=== block 1 ===
### src/rtl/alu_mc.sv
// Multi-cycle ALU: single-cycle logic/arith/compare/shift ops plus iterative
// shift-add MUL/MULHU and restoring DIVU/REMU, with valid/ready on both sides.
module alu_mc #(
  parameter int WIDTH = 32,
  parameter int OP_W  = 5
) (
  input  logic             clk,
  input  logic             rst,
  input  logic             in_valid,
  output logic             in_ready,
  input  logic [OP_W-1:0]  op,
  input  logic [WIDTH-1:0] a,
  input  logic [WIDTH-1:0] b,
  output logic             out_valid,
  input  logic             out_ready,
  output logic [WIDTH-1:0] result,
  output logic             zero,
  output logic             div_zero
);

  localparam int SH_W = $clog2(WIDTH);

  localparam logic [OP_W-1:0] OP_ADD   = OP_W'(5'h00);
  localparam logic [OP_W-1:0] OP_SUB   = OP_W'(5'h01);
  localparam logic [OP_W-1:0] OP_AND   = OP_W'(5'h02);
  localparam logic [OP_W-1:0] OP_OR    = OP_W'(5'h03);
  localparam logic [OP_W-1:0] OP_XOR   = OP_W'(5'h04);
  localparam logic [OP_W-1:0] OP_SLL   = OP_W'(5'h05);
  localparam logic [OP_W-1:0] OP_SRL   = OP_W'(5'h06);
  localparam logic [OP_W-1:0] OP_NOR   = OP_W'(5'h07);
  localparam logic [OP_W-1:0] OP_SLT   = OP_W'(5'h08);
  localparam logic [OP_W-1:0] OP_SLE   = OP_W'(5'h09);
  localparam logic [OP_W-1:0] OP_SEQ   = OP_W'(5'h0A);
  localparam logic [OP_W-1:0] OP_SNE   = OP_W'(5'h0B);
  localparam logic [OP_W-1:0] OP_SGT   = OP_W'(5'h0C);
  localparam logic [OP_W-1:0] OP_SGE   = OP_W'(5'h0D);
  localparam logic [OP_W-1:0] OP_SRA   = OP_W'(5'h0E);
  localparam logic [OP_W-1:0] OP_MUL   = OP_W'(5'h10);
  localparam logic [OP_W-1:0] OP_MULHU = OP_W'(5'h11);
  localparam logic [OP_W-1:0] OP_DIVU  = OP_W'(5'h12);
  localparam logic [OP_W-1:0] OP_REMU  = OP_W'(5'h13);

  typedef enum logic [1:0] {S_IDLE, S_BUSY, S_DONE} state_t;

  function automatic logic is_multi(input logic [OP_W-1:0] f);
    return (f == OP_MUL) || (f == OP_MULHU) || (f == OP_DIVU) || (f == OP_REMU);
  endfunction

  function automatic logic [WIDTH-1:0] alu_single(input logic [OP_W-1:0]  f,
                                                  input logic [WIDTH-1:0] x,
                                                  input logic [WIDTH-1:0] y);
    logic [SH_W-1:0]         sh;
    logic signed [WIDTH-1:0] xs;
    logic [WIDTH-1:0]        r;
    sh = y[SH_W-1:0];
    xs = signed'(x);
    case (f)
      OP_ADD:  r = x + y;
      OP_SUB:  r = x - y;
      OP_AND:  r = x & y;
      OP_OR:   r = x | y;
      OP_XOR:  r = x ^ y;
      OP_SLL:  r = x << sh;
      OP_SRL:  r = x >> sh;
      OP_NOR:  r = ~(x | y);
      OP_SLT:  r = WIDTH'(x < y);
      OP_SLE:  r = WIDTH'(x <= y);
      OP_SEQ:  r = WIDTH'(x == y);
      OP_SNE:  r = WIDTH'(x != y);
      OP_SGT:  r = WIDTH'(x > y);
      OP_SGE:  r = WIDTH'(x >= y);
      OP_SRA:  r = $unsigned(xs >>> sh);
      default: r = '0;
    endcase
    return r;
  endfunction

  state_t             state_q;
  logic [SH_W-1:0]    cnt_q;
  logic [WIDTH-1:0]   result_q;
  logic               zero_q;
  logic               dz_q;
  logic [OP_W-1:0]    op_q;
  logic [WIDTH-1:0]   a_q;
  logic [WIDTH-1:0]   b_q;
  logic [2*WIDTH-1:0] acc_q;

  logic [WIDTH-1:0]   single_d;
  logic [WIDTH:0]     hi_sum;
  logic [WIDTH:0]     rem_sh;
  logic [WIDTH:0]     rem_diff;
  logic               rem_ge;
  logic [2*WIDTH-1:0] step_d;
  logic [WIDTH-1:0]   fin_d;
  logic               fin_dz;
  logic               is_mul;
  logic               b_zero;
  logic               last_iter;

  // acc_q is {high, low}: for multiply {partial product, remaining multiplier},
  // for divide {partial remainder, dividend bits shifting into quotient}.
  always_comb begin
    single_d  = alu_single(op, a, b);
    is_mul    = (op_q == OP_MUL) || (op_q == OP_MULHU);
    b_zero    = (b_q == '0);
    last_iter = (cnt_q == SH_W'(WIDTH - 1));

    hi_sum   = {1'b0, acc_q[2*WIDTH-1:WIDTH]} + (acc_q[0] ? {1'b0, a_q} : '0);
    rem_sh   = {acc_q[2*WIDTH-1:WIDTH], acc_q[WIDTH-1]};
    rem_diff = rem_sh - {1'b0, b_q};
    rem_ge   = (rem_sh >= {1'b0, b_q});

    if (is_mul) step_d = {hi_sum, acc_q[WIDTH-1:1]};
    else        step_d = {rem_ge ? rem_diff[WIDTH-1:0] : rem_sh[WIDTH-1:0],
                          acc_q[WIDTH-2:0], rem_ge};

    fin_dz = 1'b0;
    case (op_q)
      OP_MUL:   fin_d = step_d[WIDTH-1:0];
      OP_MULHU: fin_d = step_d[2*WIDTH-1:WIDTH];
      OP_DIVU:  begin fin_d = b_zero ? '1  : step_d[WIDTH-1:0];       fin_dz = b_zero; end
      OP_REMU:  begin fin_d = b_zero ? a_q : step_d[2*WIDTH-1:WIDTH]; fin_dz = b_zero; end
      default:  fin_d = '0;
    endcase
  end

  always_ff @(posedge clk) begin
    if (rst) begin
      state_q  <= S_IDLE;
      cnt_q    <= '0;
      result_q <= '0;
      zero_q   <= 1'b0;
      dz_q     <= 1'b0;
    end else begin
      case (state_q)
        S_IDLE: if (in_valid) begin
          if (is_multi(op)) begin
            cnt_q   <= '0;
            state_q <= S_BUSY;
          end else begin
            result_q <= single_d;
            zero_q   <= (single_d == '0);
            dz_q     <= 1'b0;
            state_q  <= S_DONE;
          end
        end
        S_BUSY: begin
          cnt_q <= cnt_q + SH_W'(1);
          if (last_iter) begin
            result_q <= fin_d;
            zero_q   <= (fin_d == '0);
            dz_q     <= fin_dz;
            state_q  <= S_DONE;
          end
        end
        S_DONE:  if (out_ready) state_q <= S_IDLE;
        default: state_q <= S_IDLE;
      endcase
    end
  end

  // Operand/working registers carry no reset; they are reloaded on every accept.
  always_ff @(posedge clk) begin
    if (state_q == S_IDLE && in_valid) begin
      op_q  <= op;
      a_q   <= a;
      b_q   <= b;
      acc_q <= {{WIDTH{1'b0}}, ((op == OP_MUL) || (op == OP_MULHU)) ? b : a};
    end else if (state_q == S_BUSY) begin
      acc_q <= step_d;
    end
  end

  assign in_ready  = (state_q == S_IDLE);
  assign out_valid = (state_q == S_DONE);
  assign result    = result_q;
  assign zero      = zero_q;
  assign div_zero  = dz_q;

endmodule

### config.mk
export PLATFORM = sky130hd
export DESIGN_NAME = alu_mc
export DESIGN_NICKNAME = d
export VERILOG_FILES = /design/src/rtl/alu_mc.sv
export SDC_FILE = /design/constraint.sdc
export NUM_CORES = 1
export LEC_CHECK = 0
export CAP_MARGIN = 20
export CORE_MARGIN = 4
export CORE_UTILIZATION = 50
export DETAILED_ROUTE_END_ITERATION = 7
export PLACE_DENSITY = 0.68
export SKIP_LAST_GASP = 1
export SLEW_MARGIN = 20
export SYNTH_ARGS = -nofsm -noshare
export SYNTH_HDL_FRONTEND = slang
export SYNTH_SLANG_ARGS = --single-unit
export TNS_END_PERCENT = 100
### constraint.sdc
create_clock -name clk -period 7 [get_ports clk]
set_input_delay 0.7 -clock clk [delete_from_list [all_inputs] [get_ports clk]]
set_output_delay 0.7 -clock clk [all_outputs]
set_load 0.01 [all_outputs]
=== block 2 ===
<file path="src/rtl/lcd_hd44780_ctrl.sv">
// HD44780 character-LCD write controller: autonomous power-on init, then valid/ready byte writes.
// Define LCD_4BIT_MODE_EN to drive only lcd_db[7:4] and split each byte into two nibble pulses.
module lcd_hd44780_ctrl #(
  parameter int CLK_KHZ    = 50000,
  parameter int E_HIGH_CYC = 25,
  parameter int POWERUP_US = 20000,
  parameter int CMD_US     = 50,
  parameter int SLOW_US    = 2000
) (
  input  logic       clk,
  input  logic       rst,
  input  logic       req_valid,
  output logic       req_ready,
  input  logic       req_rs,
  input  logic [7:0] req_data,
  output logic       init_done,
  output logic       lcd_rs,
  output logic       lcd_rw,
  output logic       lcd_e,
  output logic [7:0] lcd_db
);
  localparam int          CYC_US   = CLK_KHZ / 1000;
  localparam logic [31:0] PWR_CYC  = 32'(POWERUP_US * CYC_US);
  localparam logic [31:0] CMD_CYC  = 32'(CMD_US * CYC_US);
  localparam logic [31:0] SLOW_CYC = 32'(SLOW_US * CYC_US);
  localparam logic [31:0] C4100    = 32'(4100 * CYC_US);
  localparam logic [31:0] C100     = 32'(100 * CYC_US);
  localparam logic [31:0] E_CYC    = 32'(E_HIGH_CYC);
`ifdef LCD_4BIT_MODE_EN
  localparam logic [3:0]  N_INIT   = 4'd8;
`else
  localparam logic [3:0]  N_INIT   = 4'd7;
`endif

  typedef enum logic [1:0] {W_4100, W_100, W_CMD, W_SLOW} wclass_t;
  typedef enum logic [2:0] {
    PWR_WAIT, INIT_LOAD, SETUP, E_HIGH, E_LOW, WAIT, IDLE
`ifdef LCD_4BIT_MODE_EN
    , NIB_GAP
`endif
  } state_t;

  state_t      state;
  logic [31:0] cnt;
  logic [3:0]  idx;
  wclass_t     wcls;
  logic [7:0]  rom_byte;
  wclass_t     rom_cls;
`ifdef LCD_4BIT_MODE_EN
  logic        rom_single;
  logic [3:0]  lo_nib;
  logic        two_nib;
`endif

  function automatic logic [31:0] class_cyc(input wclass_t c);
    case (c)
      W_4100:  return C4100;
      W_100:   return C100;
      W_SLOW:  return SLOW_CYC;
      default: return CMD_CYC;
    endcase
  endfunction

  always_comb begin
    rom_byte = 8'h00;
    rom_cls  = W_CMD;
`ifdef LCD_4BIT_MODE_EN
    rom_single = 1'b0;
    case (idx)
      4'd0: begin rom_byte = 8'h30; rom_cls = W_4100; rom_single = 1'b1; end
      4'd1: begin rom_byte = 8'h30; rom_cls = W_100;  rom_single = 1'b1; end
      4'd2: begin rom_byte = 8'h30; rom_single = 1'b1; end
      4'd3: begin rom_byte = 8'h20; rom_single = 1'b1; end
      4'd4: rom_byte = 8'h28;
      4'd5: rom_byte = 8'h0C;
      4'd6: rom_byte = 8'h06;
      4'd7: begin rom_byte = 8'h01; rom_cls = W_SLOW; end
      default: ;
    endcase
`else
    case (idx)
      4'd0: begin rom_byte = 8'h30; rom_cls = W_4100; end
      4'd1: begin rom_byte = 8'h30; rom_cls = W_100; end
      4'd2: rom_byte = 8'h30;
      4'd3: rom_byte = 8'h38;
      4'd4: rom_byte = 8'h0C;
      4'd5: rom_byte = 8'h06;
      4'd6: begin rom_byte = 8'h01; rom_cls = W_SLOW; end
      default: ;
    endcase
`endif
  end

  assign lcd_rw = 1'b0;

  always_ff @(posedge clk or negedge rst) begin
    if (!rst) begin
      state     <= PWR_WAIT;
      cnt       <= '0;
      idx       <= '0;
      wcls      <= W_CMD;
      req_ready <= 1'b0;
      init_done <= 1'b0;
      lcd_rs    <= 1'b0;
      lcd_e     <= 1'b0;
      lcd_db    <= 8'h00;
`ifdef LCD_4BIT_MODE_EN
      lo_nib    <= 4'h0;
      two_nib   <= 1'b0;
`endif
    end else begin
      case (state)
        PWR_WAIT:
          if (cnt == PWR_CYC - 32'd1) begin
            cnt   <= '0;
            state <= INIT_LOAD;
          end else cnt <= cnt + 32'd1;
        INIT_LOAD: begin
          idx    <= idx + 4'd1;
          wcls   <= rom_cls;
          lcd_rs <= 1'b0;
`ifdef LCD_4BIT_MODE_EN
          lcd_db  <= {rom_byte[7:4], 4'h0};
          lo_nib  <= rom_byte[3:0];
          two_nib <= !rom_single;
`else
          lcd_db <= rom_byte;
`endif
          state  <= SETUP;
        end
        IDLE:
          if (req_valid) begin
            req_ready <= 1'b0;
            lcd_rs    <= req_rs;
            // clear and return-home need the long execution time
            wcls      <= (!req_rs && req_data[7:2] == 6'd0 && req_data[1:0] != 2'd0)
                         ? W_SLOW : W_CMD;
`ifdef LCD_4BIT_MODE_EN
            lcd_db  <= {req_data[7:4], 4'h0};
            lo_nib  <= req_data[3:0];
            two_nib <= 1'b1;
`else
            lcd_db <= req_data;
`endif
            state <= SETUP;
          end
        SETUP: begin
          lcd_e <= 1'b1;
          cnt   <= '0;
          state <= E_HIGH;
        end
        E_HIGH:
          if (cnt == E_CYC - 32'd1) begin
            lcd_e <= 1'b0;
            cnt   <= '0;
            state <= E_LOW;
          end else cnt <= cnt + 32'd1;
        E_LOW: begin
`ifdef LCD_4BIT_MODE_EN
          if (two_nib) begin
            two_nib <= 1'b0;
            lcd_db  <= {lo_nib, 4'h0};
            state   <= NIB_GAP;
          end else state <= WAIT;
`else
          state <= WAIT;
`endif
        end
`ifdef LCD_4BIT_MODE_EN
        NIB_GAP:
          if (cnt == E_CYC - 32'd1) begin
            lcd_e <= 1'b1;
            cnt   <= '0;
            state <= E_HIGH;
          end else cnt <= cnt + 32'd1;
`endif
        WAIT:
          if (cnt == class_cyc(wcls) - 32'd1) begin
            cnt <= '0;
            if (!init_done && idx != N_INIT) state <= INIT_LOAD;
            else begin
              init_done <= 1'b1;
              req_ready <= 1'b1;
              state     <= IDLE;
            end
          end else cnt <= cnt + 32'd1;
        default: state <= PWR_WAIT;
      endcase
    end
  end
endmodule

</file>
<file path="config.mk">
export PLATFORM = sky130hd
export DESIGN_NAME = lcd_hd44780_ctrl
export DESIGN_NICKNAME = d
export VERILOG_FILES = /design/src/rtl/lcd_hd44780_ctrl.sv
export SDC_FILE = /design/constraint.sdc
export NUM_CORES = 1
export LEC_CHECK = 0
export CORE_ASPECT_RATIO = 1.5
export CORE_MARGIN = 5
export CORE_UTILIZATION = 50
export CTS_CLUSTER_SIZE = 16
export DETAILED_ROUTE_END_ITERATION = 7
export PLACE_DENSITY = 0.7
export SLEW_MARGIN = 20
export SYNTH_ARGS = -nofsm -noshare
export SYNTH_HDL_FRONTEND = slang
export SYNTH_SLANG_ARGS = --single-unit
export TNS_END_PERCENT = 50
</file>
<file path="constraint.sdc">
create_clock -name clk -period 6.8 [get_ports clk]
set_input_delay 1.36 -clock clk [delete_from_list [all_inputs] [get_ports clk]]
set_output_delay 1.36 -clock clk [all_outputs]
set_load 0.005 [all_outputs]
</file>
=== block 3 ===
## src/rtl/shift_pkg.sv

```systemverilog
// Shared types for the pipelined barrel shifter: operation and direction encodings.
package shift_pkg;

    typedef enum logic [1:0] {
        SH_LOGIC = 2'b00,
        SH_ARITH = 2'b01,
        SH_ROT   = 2'b10,
        SH_RSVD  = 2'b11
    } shift_op_t;

    typedef enum logic {
        SH_LEFT  = 1'b0,
        SH_RIGHT = 1'b1
    } shift_dir_t;

endpackage

```

## src/rtl/barrel_shifter_pipe_if.sv

```systemverilog
// Streaming interface of the barrel shifter: request side (valid_in/ready_out) and result side
// (valid_out/ready_in).
interface barrel_shifter_pipe_if
    import shift_pkg::*;
#(
    parameter int WIDTH = 8
);
    localparam int LEVELS = $clog2(WIDTH);

    logic              valid_in;
    logic              ready_out;
    logic [WIDTH-1:0]  d_in;
    logic [LEVELS-1:0] sel_in;
    shift_dir_t        shift_dir;
    shift_op_t         operation;
    logic              valid_out;
    logic              ready_in;
    logic [WIDTH-1:0]  d_out;
    logic              carry_out;

    modport slave (
        input  valid_in, d_in, sel_in, shift_dir, operation, ready_in,
        output ready_out, valid_out, d_out, carry_out
    );

    modport master (
        output valid_in, d_in, sel_in, shift_dir, operation, ready_in,
        input  ready_out, valid_out, d_out, carry_out
    );

endinterface

```

## src/rtl/shift_stage.sv

```systemverilog
// One combinational mux level: optionally shifts/rotates by the fixed amount AMT and updates the
// running carry with the last bit pushed off the exiting edge.
module shift_stage
    import shift_pkg::*;
#(
    parameter int WIDTH = 8,
    parameter int AMT   = 1
) (
    input  logic [WIDTH-1:0] d,
    input  logic             carry_in,
    input  logic             shift_en,
    input  shift_dir_t       dir,
    input  logic             rotate,
    input  logic             fill,
    output logic [WIDTH-1:0] result,
    output logic             carry
);

    always_comb begin
        // NOTE: defaults first keep this block purely combinational for every input combination.
        result = d;
        carry  = carry_in;
        if (shift_en) begin
            if (dir == SH_LEFT) begin
                result = {d[WIDTH-AMT-1:0], rotate ? d[WIDTH-1:WIDTH-AMT] : {AMT{1'b0}}};
                carry  = d[WIDTH-AMT];
            end else begin
                result = {rotate ? d[AMT-1:0] : {AMT{fill}}, d[WIDTH-1:AMT]};
                carry  = d[AMT-1];
            end
        end
    end

endmodule

```

## src/rtl/barrel_shifter_pipe.sv

```systemverilog
// Pipelined WIDTH-bit barrel shifter: one registered mux level per shift-amount bit, global
// stall enable, original sign bit carried down the pipe for arithmetic right fill.
module barrel_shifter_pipe
    import shift_pkg::*;
#(
    parameter int WIDTH = 8
) (
    input logic                  clk,
    input logic                  rst_n,
    barrel_shifter_pipe_if.slave bus
);

    localparam int LEVELS = $clog2(WIDTH);

    if (WIDTH < 4 || (WIDTH & (WIDTH - 1)) != 0) begin : g_width_check
        $error("barrel_shifter_pipe: WIDTH must be a power of two and at least 4");
    end

    typedef struct packed {
        logic              valid;
        logic [WIDTH-1:0]  data;
        logic              carry;
        logic              sign;
        shift_dir_t        dir;
        shift_op_t         op;
        logic [LEVELS-1:0] sel;
    } stage_t;

    stage_t           pipe_q   [LEVELS];
    stage_t           src      [LEVELS];
    stage_t           nxt      [LEVELS];
    logic [WIDTH-1:0] sh_data  [LEVELS];
    logic             sh_carry [LEVELS];
    logic             en;

    // The whole pipe advances together; a full output slot blocked downstream freezes everything.
    assign en = ~pipe_q[LEVELS-1].valid | bus.ready_in;

    always_comb begin
        src[0] = '{valid: bus.valid_in,
                   data:  bus.d_in,
                   carry: 1'b0,
                   sign:  bus.d_in[WIDTH-1],
                   dir:   bus.shift_dir,
                   op:    bus.operation,
                   sel:   bus.sel_in};
        for (int k = 1; k < LEVELS; k++) begin
            src[k] = pipe_q[k-1];
        end
    end

    for (genvar k = 0; k < LEVELS; k++) begin : g_level
        shift_stage #(
            .WIDTH (WIDTH),
            .AMT   (1 << k)
        ) u_stage (
            .d        (src[k].data),
            .carry_in (src[k].carry),
            .shift_en (src[k].sel[k]),
            .dir      (src[k].dir),
            .rotate   (src[k].op == SH_ROT),
            .fill     (src[k].sign && src[k].op == SH_ARITH && src[k].dir == SH_RIGHT),
            .result   (sh_data[k]),
            .carry    (sh_carry[k])
        );
    end

    always_comb begin
        for (int k = 0; k < LEVELS; k++) begin
            nxt[k]       = src[k];
            nxt[k].data  = sh_data[k];
            nxt[k].carry = sh_carry[k];
        end
    end

    always_ff @(posedge clk or negedge rst_n) begin
        if (!rst_n) begin
            for (int k = 0; k < LEVELS; k++) begin
                pipe_q[k] <= '0;
            end
        end else if (en) begin
            // NOTE: non-blocking so every stage captures its predecessor's pre-edge value.
            for (int k = 0; k < LEVELS; k++) begin
                pipe_q[k] <= nxt[k];
            end
        end
    end

    assign bus.ready_out = en;
    assign bus.valid_out = pipe_q[LEVELS-1].valid;
    assign bus.d_out     = pipe_q[LEVELS-1].data;
    assign bus.carry_out = pipe_q[LEVELS-1].carry;

endmodule

```

## src/flat_wrapper.sv

```systemverilog
// flat-port wrapper written by rule: the top's interface ports become plain ports
module barrel_shifter_pipe_flat import shift_pkg::*;
#(
    parameter int WIDTH = 8
)
  (clk, rst_n, bus_valid_in, bus_d_in, bus_sel_in, bus_shift_dir, bus_operation, bus_ready_in, bus_ready_out, bus_valid_out, bus_d_out, bus_carry_out);
  barrel_shifter_pipe_if #(.WIDTH(WIDTH)) bus_i ();
  input logic clk;
  input logic rst_n;
  input wire logic [$bits(bus_i.valid_in)-1:0] bus_valid_in;
  input wire logic [$bits(bus_i.d_in)-1:0] bus_d_in;
  input wire logic [$bits(bus_i.sel_in)-1:0] bus_sel_in;
  input wire logic [$bits(bus_i.shift_dir)-1:0] bus_shift_dir;
  input wire logic [$bits(bus_i.operation)-1:0] bus_operation;
  input wire logic [$bits(bus_i.ready_in)-1:0] bus_ready_in;
  output wire logic [$bits(bus_i.ready_out)-1:0] bus_ready_out;
  output wire logic [$bits(bus_i.valid_out)-1:0] bus_valid_out;
  output wire logic [$bits(bus_i.d_out)-1:0] bus_d_out;
  output wire logic [$bits(bus_i.carry_out)-1:0] bus_carry_out;
  assign bus_i.valid_in = bus_valid_in;
  assign bus_i.d_in = bus_d_in;
  assign bus_i.sel_in = bus_sel_in;
  assign bus_i.shift_dir = bus_shift_dir;
  assign bus_i.operation = bus_operation;
  assign bus_i.ready_in = bus_ready_in;
  assign bus_ready_out = bus_i.ready_out;
  assign bus_valid_out = bus_i.valid_out;
  assign bus_d_out = bus_i.d_out;
  assign bus_carry_out = bus_i.carry_out;
  barrel_shifter_pipe #(.WIDTH(WIDTH)) u_core (.clk(clk), .rst_n(rst_n), .bus(bus_i));
endmodule
```

## config.mk

```make
export PLATFORM = sky130hd
export DESIGN_NAME = barrel_shifter_pipe_flat
export DESIGN_NICKNAME = d
export VERILOG_FILES = /design/src/rtl/shift_pkg.sv /design/src/rtl/barrel_shifter_pipe_if.sv /design/src/rtl/shift_stage.sv /design/src/rtl/barrel_shifter_pipe.sv /design/src/flat_wrapper.sv
export SDC_FILE = /design/constraint.sdc
export NUM_CORES = 1
export LEC_CHECK = 0
export CORE_ASPECT_RATIO = 0.9
export CORE_MARGIN = 5
export CORE_UTILIZATION = 54
export CTS_CLUSTER_DIAMETER = 40
export DETAILED_ROUTE_END_ITERATION = 10
export HOLD_SLACK_MARGIN = 0.08
export PLACE_DENSITY = 0.79
export SLEW_MARGIN = 20
export SYNTH_ARGS = -nofsm -noshare
export SYNTH_HDL_FRONTEND = slang
export SYNTH_SLANG_ARGS = --single-unit
```

## constraint.sdc

```tcl
create_clock -name clk -period 1.54 [get_ports clk]
set_input_delay 0.308 -clock clk [delete_from_list [all_inputs] [get_ports clk]]
set_output_delay 0.308 -clock clk [all_outputs]
set_load 0.005 [all_outputs]
```

**Block 2: sequential cells coloured by netlist name**

Bar = 20 µm. Other sequential cells in the stronger grey, the rest of the logic in the fainter grey.
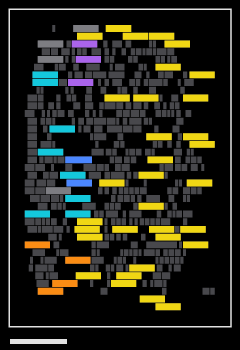
blue -> wcls  # flops 2
orange -> idx  # flops 4, where lower left
purple -> state  # flops 3
yellow -> cnt  # flops 32
cyan -> lcd_db  # flops 8, where middle left

==> results.txt, block 2 <==
run metrics: initial antenna violation count 0, Ant. Diodes 0, Routed WL approximately 8500 µm, CP delay by family, top simple AND/OR/NAND/NOR gates, register area around 1300 µm², unrepaired setup endpoints after global routing false, Peak Freq 0.327 GHz, crit path from cnt[20]$_DFFE_PN0P_, number of enable flip-flop cells 0, Final Skew around 0.0054 ns, FF+latch count ~53, worst hold endpoint lcd_db[6]$_DFFE_PN0P_, largest net degree at the start of global routing 54, status completed, Reg clk slew, reported paths 0.10 ns, WHS Path Cells 1, worst-path maximum fanout 31, Final Wtd Congestion 0.874, total CTS buffers 5, worst path arrival time 3.23 ns, WL met1 3440 µm, Dominant flop cell dfrtp_1, most numerous cell in the Yosys netlist dfrtp_1
==> block 2: worst register-to-register path: cells and delay by family (launching register included) <==
family | cells | cell delay [ns]
and+or+nand+nor | 3 | 1.76
buffers and inverters | 1 | 0.24
AOI/OAI and AO/OA | 3 | 0.43
DFF | 1 | 0.48
==> block 2: logic make-up (layout without fill, tap and decap cells) <==
family	after synthesis	in the layout	synth area share, %
simple gates	199	199	30.0
flops	53	53	38.9
buf+inv	47	50	6.23
xor+xnor	8	8	2.05
fa+ha+maj	11	11	4.03
mux	9	9	2.67
compound gates	83	83	16.0
other cells	1	1	0.110
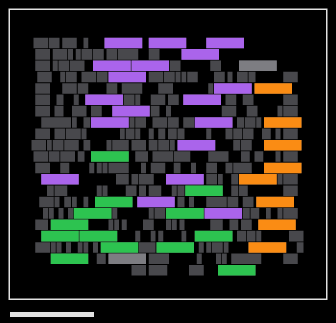
**Above:** block 3 (sequential cells coloured by netlist name).
Bar = 20 µm. Other sequential cells in the stronger grey, the rest of the logic in the fainter grey.
purple -> u_core.pipe_q  # flops 18
green -> u_core.nxt  # flops 13
orange -> u_core.bus.d_out  # flops 8
not coloured = 2

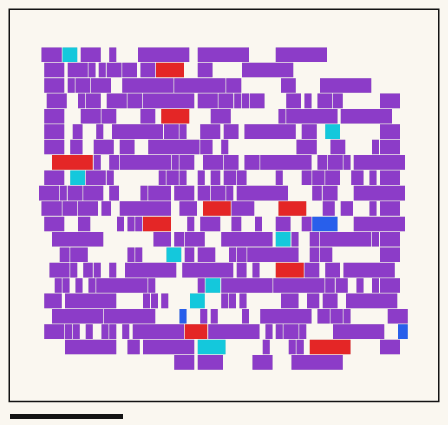
**Above:** block 3 (drive-strength map).
Bar = 20 µm.
red -> _6 and larger  # cells 9, most used clkbuf_8
purple -> _0 and _1 cells  # cells 233, most used nand2_1
cyan -> _3 and _4 cells  # cells 8, most used buf_4
blue -> _2 cells  # cells 3

==> results.txt, block 3 <==
run metrics: status completed, CP delay by family, top buffers and inverters, CP bufs+invs 1, asr flop ratio synth 100%, max-cap violation count 0, crit path capture bus_d_out[5], DRC Markers 0, largest net degree at the start of global routing 50, HPWL after DPL 3000 µm, Routed WL 4190 µm, internal reg-to-reg setup slack 0.15 ns, number of setup buffers added after CTS 0, Setup Crit Path Kind flop to output pin, Final Wtd Congestion 0.822, Final Skew 0.00706 ns, Fillers 318, P_comb 0.00142 W, All-Layer GR Usage 17.6%, TritonCTS clock tree done, worst endpoint required time 1.23 ns, CTS root buf clkbuf_8, RR Endpoint u_core.pipe_q[32]$_DFFE_PN0P_, Ant. Diodes 0, Hold Vio Cnt, Final 0, worst path arrival time 1.13 ns, Synth mux share 6.21%, Final Instance Area between 2000 and 3000 µm², IO Port Bufs 28, reg2reg start u_core.nxt[22]$_DFFE_PN0P_, placed cell count approximately 290, P per Cell Area 1590 nW/µm², I/O Pins 29, Worst Tran Pin Value 0.523 ns, CORE AREA 3730 µm², crit path from u_core.bus.d_out[5]$_DFFE_PN0P_, worst-path maximum fanout 2, share of post-route cells with drive strength above 1 7.91%
block 3: registers in the layout, summed over array words and instances, names as in the netlist:
register	count
u_core.bus.valid_out	1
u_core.bus.carry_out	1
u_core.bus.d_out	8
u_core.pipe_q	18
u_core.nxt	13
block 3: repair_timing:
item | in CTS | in global routing
endpoints found under the setup margin | 1 | 3
hold buffers | 1 | 0
gates resized | 1 | 2
endpoints found under the hold margin | 17 | 0
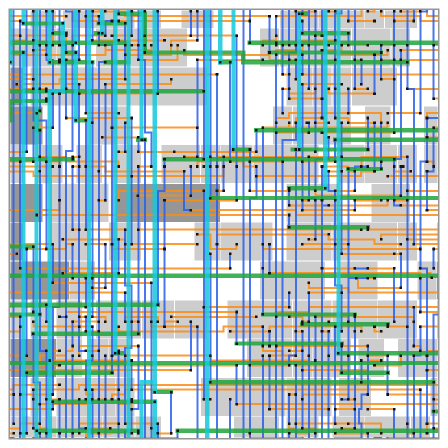
**Above:** block 1 (zoomed window).
Window x 155 to 185, y 42 to 72 µm. Cells in grey, sequential cells in the stronger grey; small squares are vias.
green -> metal 3
cyan -> metal 4
blue -> metal 2
orange -> metal 1
cells with their middle in the window = 79
sequential cells in the window = 1
most frequent = nand2_1 (12), a21oi_1 (7), nor2_1 (6)
netlist names of flops here include = acc_q (1)

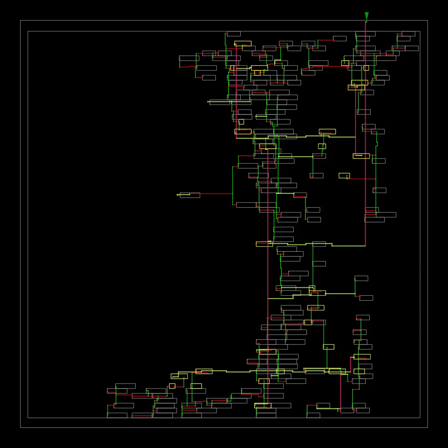
**Above:** block 1 (clock routing).
P_clk: 0.000975 W
clk latency late pin: 0.47 ns
total CTS buffers: 17

==> results.txt, block 1 <==
run metrics: status completed, placed cell count 3663, crit path max-delay cell type o21ai_0, grt met1 use a little over half, crit path from b_q[25]$_DFFE_PP_, Setup Crit Path Kind flop to flop, crit path capture zero$_SDFFE_PP0P_, CP bufs+invs 1, Max VDD drop 159 µV, DRC Markers 0, ys cells 3098, first-pass GRT wire length 175000 µm, Clock Path Buffers 2, reg2reg start b_q[25]$_DFFE_PP_, Seq share, synth between 10% and 20%, invs w/o clock 151, register share of total power between 30% and 40%, register area ~4500 µm², Commonest Layout Cell nand2_1, CP Cell Sequence inv_1 > ha_1 > nand4_1 > or2_1 > nor3_1 > o2111ai_1 > nand3_1 > a211oi_1 > o21ai_0 > nand4_1 > nor4_1 > and4_1 > nand3_1 > nand3_2, routed length on met2 53100 µm, WL/cell ~33 µm, worst hold endpoint result[7]$_SDFFE_PP0P_, unrepaired setup endpoints after global routing false, Synth-to-Final Area Change 9.43%, share of post-route cells with drive strength above 1 9.23%, clk sinks 174, worst endpoint required time between 7 and 8 ns, initial antenna violation count 5, routed vias/inst 7.41, largest net degree at the start of global routing 86, CTS root buf clkbuf_16, Fillers between 4000 and 5000, P_int 0.00216 W, Routed WL 122000 µm, min-delay src result[7]$_SDFFE_PP0P_, clock share of power between 20% and 30%, most numerous cell in the Yosys netlist nand2_1, Synth area leaders edfxtp_1 (13%), ha_1 (8.6%), dfxtp_1 (6.1%), Rel. slew slack 11.5%, LEAKAGE approximately 11 nW, syn avg cell area slightly below 8 µm², number of setup buffers added after CTS 0, xor/xnor share 2.90%, Iteration-0 DRC Markers ~4200, TNS Setup 0 ns, IO Port Bufs 108, area of the multi-input gates 17900 µm², max-cap violation count 0, Final Core Density 55.7%, CP Capture Type flop, asr flop ratio synth 0%, met2 usage 71.5%, WL met1 42200 µm, via count 27400, Hold Crit Class flop to flop, Compound Share, Synth 28.6%, first drt pass iteration count 8, fin worst setup slack roughly 1.0 ns, Routed met3 length 13600 µm, Reg2Reg Depth 14, non-clk buf share about 7.0%, Reg clk slew, reported paths around 0.09 ns, All-Layer GR Usage 46.0%, worst-path maximum fanout 8, Non-Filler Instances 3699, Ant. Diodes 4
## block 1: state kept, by name (all words and copies together) (netlist names), 2 cells and up
signal and count:
op_q 5, state_q 2, result 32, a_q 32
b_q 32, acc_q 64, cnt_q 5
## block 1: power by group through the flow
stage	clock network (W)	logic (W)	registers (W)
after global routing	0.00101	0.00158	0.00123
after detailed placement	0	0.00143	0.00125
after global placement	0	0.00142	0.00124
after CTS	0.000973	0.00144	0.00122
after floorplan	0	0.000910	0.00122
final	0.000975	0.00152	0.00123

=== block 4 ===
**Block 4: clock routing**

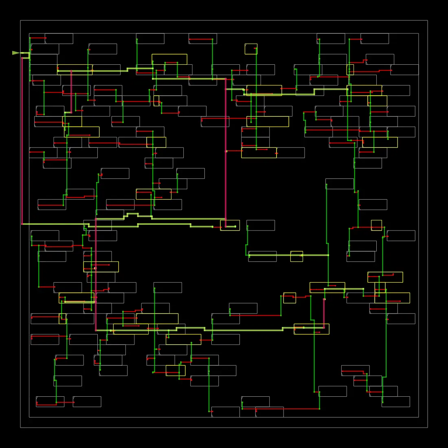

File: src/rtl/axis_2_ppfifo_packer.sv
// axis_2_ppfifo_packer: packs RATIO narrow stream beats into one wide ping-pong FIFO word
module axis_2_ppfifo_packer #(
  parameter int AXIS_WIDTH   = 8,
  parameter int RATIO        = 4,
  parameter int LANE_W       = (RATIO > 1) ? $clog2(RATIO) : 1,
  parameter int PPFIFO_WIDTH = AXIS_WIDTH * RATIO
) (
  input  logic                                 clk,
  input  logic                                 rst,
  input  logic [AXIS_WIDTH-1:0]                i_axis_tdata,
  input  logic                                 i_axis_tlast,
  input  logic                                 i_axis_tvalid,
  output logic                                 o_axis_tready,
  input  logic [1:0]                           i_ppfifo_rdy,
  output logic [1:0]                           o_ppfifo_act,
  input  logic [23:0]                          i_ppfifo_size,
  output logic                                 o_ppfifo_stb,
  output logic [PPFIFO_WIDTH+LANE_W:0]         o_ppfifo_data
);
  typedef enum logic [1:0] {IDLE, ACTIVE, RELEASE} state_t;
  state_t state, state_n;
  logic [LANE_W-1:0] lane;
  logic [23:0] count, size;
  logic last_ch, ch, accept, done;
  logic [RATIO-1:0][AXIS_WIDTH-1:0] lanes, lanes_n;
  // Handshake, channel choice (alternate when both ready), word completion and next state
  always_comb begin
    o_axis_tready = (state == ACTIVE) && (count < size);
    accept = o_axis_tready && i_axis_tvalid;
    done = accept && (i_axis_tlast || lane == LANE_W'(RATIO - 1));
    ch = (i_ppfifo_rdy == 2'b11) ? ~last_ch : i_ppfifo_rdy[1];
    lanes_n = lanes;
    if (accept) lanes_n[lane] = i_axis_tdata;
    state_n = (state == IDLE) ? ((|i_ppfifo_rdy) ? ACTIVE : IDLE) :
              (state == ACTIVE) ? ((size == '0 || (done && (i_axis_tlast || count + 24'd1 == size))) ? RELEASE : ACTIVE) :
              IDLE;
  end
  // State, channel activation and the packing datapath
  always_ff @(posedge clk) begin
    if (rst) begin
      state <= IDLE;
      o_ppfifo_act <= '0;
      o_ppfifo_stb <= 1'b0;
      o_ppfifo_data <= '0;
      lane <= '0;
      count <= '0;
      size <= '0;
      lanes <= '0;
      last_ch <= 1'b1;
    end else begin
      state <= state_n;
      o_ppfifo_stb <= done;
      if (state == IDLE && |i_ppfifo_rdy) begin
        o_ppfifo_act <= ch ? 2'b10 : 2'b01;
        last_ch <= ch;
        size <= i_ppfifo_size;
        count <= '0;
      end
      if (state == RELEASE || (state == ACTIVE && size == '0)) o_ppfifo_act <= '0;
      if (accept) begin
        lanes <= done ? '0 : lanes_n;
        lane <= done ? '0 : lane + 1'b1;
      end
      if (done) begin
        o_ppfifo_data <= {lane, i_axis_tlast, lanes_n};
        count <= count + 24'd1;
      end
    end
  end
endmodule

File: config.mk
export PLATFORM = sky130hd
export DESIGN_NAME = axis_2_ppfifo_packer
export DESIGN_NICKNAME = d
export VERILOG_FILES = /design/src/rtl/axis_2_ppfifo_packer.sv
export SDC_FILE = /design/constraint.sdc
export NUM_CORES = 1
export LEC_CHECK = 0
export ABC_CLOCK_PERIOD_IN_PS = 8039
export CAP_MARGIN = 25
export CORE_MARGIN = 2
export CORE_UTILIZATION = 60
export CTS_CLUSTER_DIAMETER = 30
export CTS_CLUSTER_SIZE = 8
export DETAILED_ROUTE_END_ITERATION = 12
export GPL_TIMING_DRIVEN = 1
export MAX_ROUTING_LAYER = met4
export PLACE_DENSITY = 0.85
export SETUP_SLACK_MARGIN = 0.02
export SLEW_MARGIN = 40
export SYNTH_ARGS = -nofsm -noshare
export SYNTH_HDL_FRONTEND = slang
export SYNTH_SLANG_ARGS = --single-unit
File: constraint.sdc
create_clock -name clk -period 8.04 [get_ports clk]
set_clock_uncertainty 0.05 [all_clocks]
set_input_delay 1.608 -clock clk [delete_from_list [all_inputs] [get_ports clk]]
set_output_delay 1.608 -clock clk [all_outputs]
set_load 0.03 [all_outputs]
=== block 5 ===
===== config.mk =====
export PLATFORM = sky130hd
export DESIGN_NAME = fetch_sequencer
export DESIGN_NICKNAME = d
export VERILOG_FILES = /design/src/rtl/fetch_sequencer.sv
export SDC_FILE = /design/constraint.sdc
export NUM_CORES = 1
export LEC_CHECK = 0
export ABC_AREA = 1
export CORE_AREA = 4 4 148 93
export CTS_CLUSTER_SIZE = 24
export DETAILED_ROUTE_END_ITERATION = 6
export DIE_AREA = 0 0 152 97
export PLACE_DENSITY = 0.73
export SLEW_MARGIN = 10
export SYNTH_ARGS = -nofsm -noshare
export SYNTH_HDL_FRONTEND = slang
export SYNTH_SLANG_ARGS = --single-unit

===== constraint.sdc =====
create_clock -name ClockInput -period 1.8 [get_ports ClockInput]
set_clock_uncertainty 0.15 [all_clocks]
set_input_delay 0.36 -clock ClockInput [delete_from_list [all_inputs] [get_ports ClockInput]]
set_output_delay 0.36 -clock ClockInput [all_outputs]
set_load 0.01 [all_outputs]

===== src/rtl/fetch_sequencer.sv =====
// ---------------------------------------------------------------------------
// fetch_sequencer
//   Program-counter and instruction-fetch sequencer at the consumer end of the
//   branch interface. It owns the PC, issues word fetches to instruction
//   memory under a ready handshake, holds the fetched word for decode, and on
//   a redirect from the branch unit jumps to the new target and squashes the
//   wrong-path pipeline for FLUSH_CYCLES cycles.
//
//   Parameters
//     RESET_VECTOR  first fetch address after reset
//     PC_INCREMENT  byte step between sequential fetches (power of 2)
//     FLUSH_CYCLES  bubble cycles after a redirect (1..7)
//
//   Ports
//     ClockInput        in   1   rising-edge clock
//     ResetInput        in   1   asynchronous active-low reset
//     BranchSignal      in   1   redirect request, sampled every cycle
//     BranchAddress     in   32  redirect target, valid with BranchSignal
//     StallInput        in   1   decode hazard, hold current instruction
//     MemReady          in   1   InstructionIn is valid this cycle
//     InstructionIn     in   32  fetched word
//     FetchAddress      out  32  address presented to instruction memory
//     FetchRequest      out  1   fetch strobe, FetchAddress valid while high
//     PCAddress         out  32  address of InstructionOut
//     InstructionOut    out  32  instruction held for decode
//     InstructionValid  out  1   InstructionOut is on the correct path
//     FlushSignal       out  1   squash indication to decode/execute
//     MisalignFault     out  1   one-cycle pulse on a misaligned branch target
//
//   All outputs are registered.
// ---------------------------------------------------------------------------
module fetch_sequencer #(
  parameter logic [31:0] RESET_VECTOR = 32'h0000_0000,
  parameter int unsigned PC_INCREMENT = 4,
  parameter int unsigned FLUSH_CYCLES = 2
) (
  input  logic        ClockInput,
  input  logic        ResetInput,
  input  logic        BranchSignal,
  input  logic [31:0] BranchAddress,
  input  logic        StallInput,
  input  logic        MemReady,
  input  logic [31:0] InstructionIn,
  output logic [31:0] FetchAddress,
  output logic        FetchRequest,
  output logic [31:0] PCAddress,
  output logic [31:0] InstructionOut,
  output logic        InstructionValid,
  output logic        FlushSignal,
  output logic        MisalignFault
);

  typedef enum logic [1:0] {
    BOOT  = 2'd0,
    FETCH = 2'd1,
    HOLD  = 2'd2,
    FLUSH = 2'd3
  } state_t;

  localparam logic [31:0] INCREMENT  = 32'(PC_INCREMENT);
  // Byte-offset bits below the fetch granule; a redirect clears them.
  localparam logic [31:0] LOW_MASK   = INCREMENT - 32'd1;
  // The count is loaded with one less than the bubble length because the
  // cycle that reaches zero is itself still a flush cycle.
  localparam logic [2:0]  FLUSH_LOAD = 3'(FLUSH_CYCLES - 1);

  state_t      state_r;
  state_t      nextState_s;
  logic [2:0]  flushCount_r;
  logic [2:0]  nextFlushCount_s;
  logic [31:0] nextFetchAddress_s;
  logic [31:0] nextPc_s;
  logic [31:0] nextInstruction_s;
  logic        nextValid_s;
  logic        nextMisalign_s;
  logic        redirect_s;

  // A redirect is honoured in every state except the single boot cycle.
  assign redirect_s = BranchSignal && (state_r != BOOT);

  // Next-state and next-output computation; redirect outranks stall and ready.
  always_comb begin
    nextState_s        = state_r;
    nextFlushCount_s   = flushCount_r;
    nextFetchAddress_s = FetchAddress;
    nextPc_s           = PCAddress;
    nextInstruction_s  = InstructionOut;
    nextValid_s        = InstructionValid;
    nextMisalign_s     = 1'b0;

    if (redirect_s) begin
      // Any memory return in this cycle is dropped with the wrong path.
      nextFetchAddress_s = BranchAddress & ~LOW_MASK;
      nextMisalign_s     = |(BranchAddress & LOW_MASK);
      nextValid_s        = 1'b0;
      nextFlushCount_s   = FLUSH_LOAD;
      nextState_s        = FLUSH;
    end else begin
      case (state_r)
        BOOT: begin
          nextState_s = FETCH;
        end
        FETCH: begin
          if (MemReady) begin
            if (StallInput) begin
              // Leave FetchAddress alone so the same word is fetched again.
              nextState_s = HOLD;
            end else begin
              nextInstruction_s  = InstructionIn;
              nextPc_s           = FetchAddress;
              nextValid_s        = 1'b1;
              nextFetchAddress_s = FetchAddress + INCREMENT;
              nextState_s        = FETCH;
            end
          end else begin
            // Wait state: memory has not answered yet.
            nextState_s = FETCH;
          end
        end
        HOLD: begin
          if (StallInput) begin
            nextState_s = HOLD;
          end else begin
            nextState_s = FETCH;
          end
        end
        FLUSH: begin
          nextValid_s = 1'b0;
          if (flushCount_r == 3'd0) begin
            nextState_s = FETCH;
          end else begin
            nextFlushCount_s = flushCount_r - 3'd1;
            nextState_s      = FLUSH;
          end
        end
        default: begin
          nextState_s = BOOT;
        end
      endcase
    end
  end

  // State, counter and registered outputs.
  always_ff @(posedge ClockInput or negedge ResetInput) begin
    if (!ResetInput) begin
      state_r          <= BOOT;
      flushCount_r     <= 3'd0;
      FetchAddress     <= RESET_VECTOR;
      FetchRequest     <= 1'b0;
      PCAddress        <= 32'h0000_0000;
      InstructionOut   <= 32'h0000_0000;
      InstructionValid <= 1'b0;
      FlushSignal      <= 1'b0;
      MisalignFault    <= 1'b0;
    end else begin
      state_r          <= nextState_s;
      flushCount_r     <= nextFlushCount_s;
      FetchAddress     <= nextFetchAddress_s;
      FetchRequest     <= (nextState_s == FETCH);
      PCAddress        <= nextPc_s;
      InstructionOut   <= nextInstruction_s;
      InstructionValid <= nextValid_s;
      FlushSignal      <= (nextState_s == FLUSH);
      MisalignFault    <= nextMisalign_s;
    end
  end

endmodule


**Block 5: clock routing**

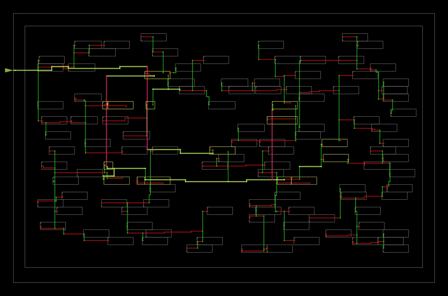
clk latency late pin: 0.34 ns
total CTS buffers: 9
FF+latch count: 101
clk sinks: 101
clock buffer count: 10

==> results.txt, block 5 <==
run metrics: fin worst setup slack ~0.024 ns, Hold Worst Slack around 0.32 ns, CORE AREA 12500 µm², reg2reg start FetchAddress[2]$_DFFE_PN0P_, post-synthesis cell type count 30, Max VDD drop 520 µV, Flops after synth 101, Clock-cell share 4.05%, Mapped Area 4870 µm², worst endpoint required time ~1.3 ns, WHS Path Cells 2, Final Instance Area between 7000 and 8000 µm², routed vias/inst 4.81, Synth-to-Final Area Change 51.6%, P_int about 0.0063 W, Final Core Density 59.1%, Pwr top combinational cells, Largest register FFs 32, Sw Pwr 0.00327 W, Routed WL 15200 µm, min-delay src InstructionOut[27]$_DFFE_PN0P_, RR Endpoint FetchAddress[20]$_DFFE_PN0P_, crit path max-delay cell type clkdlybuf4s50_1, Seq/total area between 30% and 40%, Iteration-0 DRC Markers 331, LEAKAGE 3.70 nW, Commonest Layout Cell nand2_1, status completed, DP Area between 6000 and 7000 µm², post_cts resized 38, Setup Crit Path Kind flop to output pin, placed cell count roughly 990, share of post-route cells with drive strength above 1 11.5%, unrepaired setup endpoints after global routing true, Largest Register InstructionOut, top post-synthesis cells by count nand2_1 (263), dfrtp_1 (101), nor2_1 (68), Non-Filler Instances roughly 1000, most numerous cell in the Yosys netlist nand2_1, Place WS -0.220 ns, Seq share, synth between 50% and 60%, number of setup buffers added after CTS 10, first-pass GRT wire length 24800 µm, Fillers 1163, ys cells 641, internal reg-to-reg setup slack around 0.13 ns, All-Layer GR Usage 20.7%, clock share of power between 20% and 30%, TritonCTS clock tree done, max-cap violation count 0, Peak Freq ~0.56 GHz, Dominant flop cell dfrtp_1, Hold Vio Cnt, Final 0, largest net degree at the start of global routing around 63, Non-CTS buffers 215, IO Port Bufs 164, CP Depth 1, total power 0.00955 W, P per Cell Area around 1300 nW/µm², Final setup viols 0, CP delay by family, top buffers and inverters, Die Y 97 µm, tapcell count about 170
-- block 5: per-layer routing --
layer | track usage (%) | vias to the layer above | wire length (µm)
li1 | - | 2413 | -
met1 | 30.8 | 2246 | 7430
met2 | 29.6 | 218 | 6220
met3 | 6.79 | 16 | 1380
met4 | 4.07 | 2 | 167
met5 | 0 | - | 13
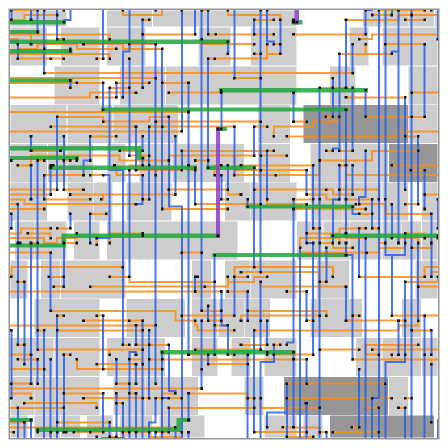
**Above:** block 4 (zoomed window).
Window x 65 to 95, y 12 to 42 µm. Cells in grey, sequential cells in the stronger grey; small squares are vias.
blue -> metal 2
purple -> metal 4
orange -> metal 1
green -> metal 3
sequential cells in the window = 3
cells with their middle in the window = 86
netlist names of flops here include = count (3)
most frequent = a21oi_1 (10), inv_1 (8), nor2_1 (8)

About 'clock routing' of block 4:
FF+latch count: 123
total CTS buffers: 17
P_clk: 0.000751 W
clk sinks: 123
clock buffer count: 22

==> results.txt, block 4 <==
run metrics: area of the multi-input gates 3500 µm², Final Wtd Congestion 1.04, P_comb between 0.0002 and 0.0003 W, ys cells around 770, Routed WL 18100 µm, worst endpoint required time about 6.4 ns, antenna-violating nets left 0, met3 Use GR 9.60%, tapcell count 136, Clock Path Buffers 2, asr flop ratio synth 0%, CP Capture Type output pin, CTS root buf clkbuf_8, Reg clk slew, reported paths 0.06 ns, Synth-to-Final Area Change 21.2%, register area 2460 µm², Seq/total area 32.1%, post-layout min period 4.90 ns, invs w/o clock 44, met2 usage 48.6%, Mapped Area 6340 µm², Nets roughly 890, Non-CTS buffers 81, clock share of power ~44%, P_seq roughly 0.00068 W, Flops after synth 123, vias in the first global route about 5600, Synth area leader dfxtp_1, post-synthesis cell type count just under 70, post_cts resized 0, Area leader share 38.8%, Synth mux share 4.28%, P per Cell Area 225 nW/µm², DRC Markers 0, Place WS around 3.7 ns, grt met1 use 45.5%, post-synthesis cell count 768, Synth logic family simple AND/OR/NAND/NOR gates, hold buffer count at cts 0, P_int 0.00123 W, WL/cell approximately 19 µm, Final Instance Area 7680 µm², largest net degree at the start of global routing 81, Seq share, synth 38.8%, fin crit share 60.9%, via count 6076, Routed met3 length 1380 µm, routed length on met2 8230 µm, CP Cell Sequence ha_1 > a21oi_1 > o22ai_1 > nor4b_1 > o22a_1 > and2_1 > clkdlybuf4s50_1, combinational share of cell area 45.6%, Rel. slew slack about 45%, crit path max-delay cell type clkdlybuf4s50_1, first-pass GRT wire length 28800 µm, HPWL after DPL approximately 13000 µm, routed vias/inst ~6.3, combinational gates roughly 550, non-clk buf share 10.4%, Hold Worst Slack 0.391 ns, Peak Freq 0.204 GHz, first drt pass iteration count 5, Final Core Density around three quarters, xor/xnor share 3.59%, share of post-route cells with drive strength above 1 between 6 and 7%, Die Y 107 µm, Hold Vio Cnt, Final 0, status completed, Synthesis Warnings 0
## block 4: worst paths after layout
| path | from | end | slack (ns) | cells past startpoint |
|---|---|---|---|---|
| worst max-delay path | count[3]$_SDFFE_PP0P_ | o_axis_tready | 3.14 | 7 |
| worst max register to register | count[3]$_SDFFE_PP0P_ | count[9]$_SDFFE_PP0P_ | 4.38 | 9 |
| worst min-delay path | lanes[24]$_SDFFE_PP0N_ | lanes[24]$_SDFFE_PP0N_ | 0.39 | 2 |
| worst min register to register | lanes[24]$_SDFFE_PP0N_ | lanes[24]$_SDFFE_PP0N_ | 0.39 | 2 |

==> screenshots <==
Sequential cells coloured by netlist name.
picture 1
Bar = 20 µm. Other sequential cells in the stronger grey, the rest of the logic in the fainter grey.
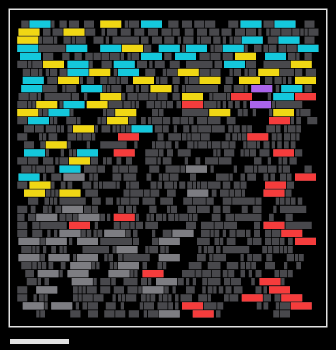
picture 2
Bar = 50 µm. Other sequential cells in the stronger grey, the rest of the logic in the fainter grey.
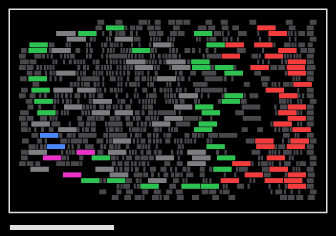
block 4 -> picture 1
block 5 -> picture 2

Key to picture 2:
blue -> state_r  # flops 2
green -> PCAddress  # flops 30
red -> InstructionOut  # flops 32, where a vertical strip on the right
magenta -> flushCount_r  # flops 3



==> gallery <==
Clock distribution.
(a)
Bar = 50 µm.
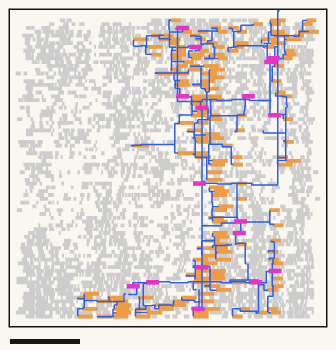
(b)
Bar = 20 µm.
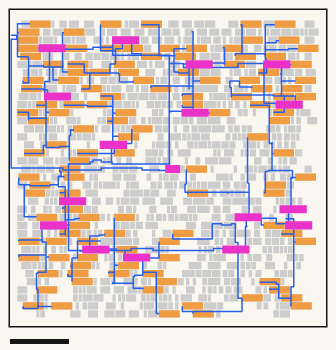
(c)
Bar = 20 µm.
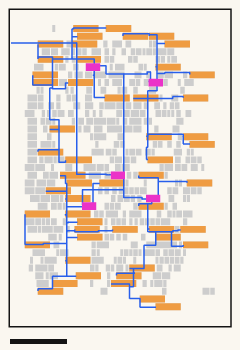
(d)
Bar = 20 µm.
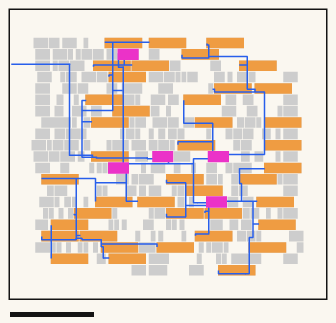
(e)
Bar = 50 µm.
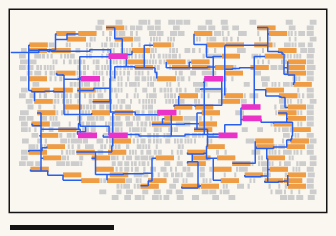
- fewest sequential cells: (d)
- smallest die: (d)
| picture | from |
|---|---|
| (c) | block 2 |
| (a) | block 1 |
| (b) | block 4 |
| (d) | block 3 |
| (e) | block 5 |

Power figures rest on the tool's default switching activity, not on a simulated workload.
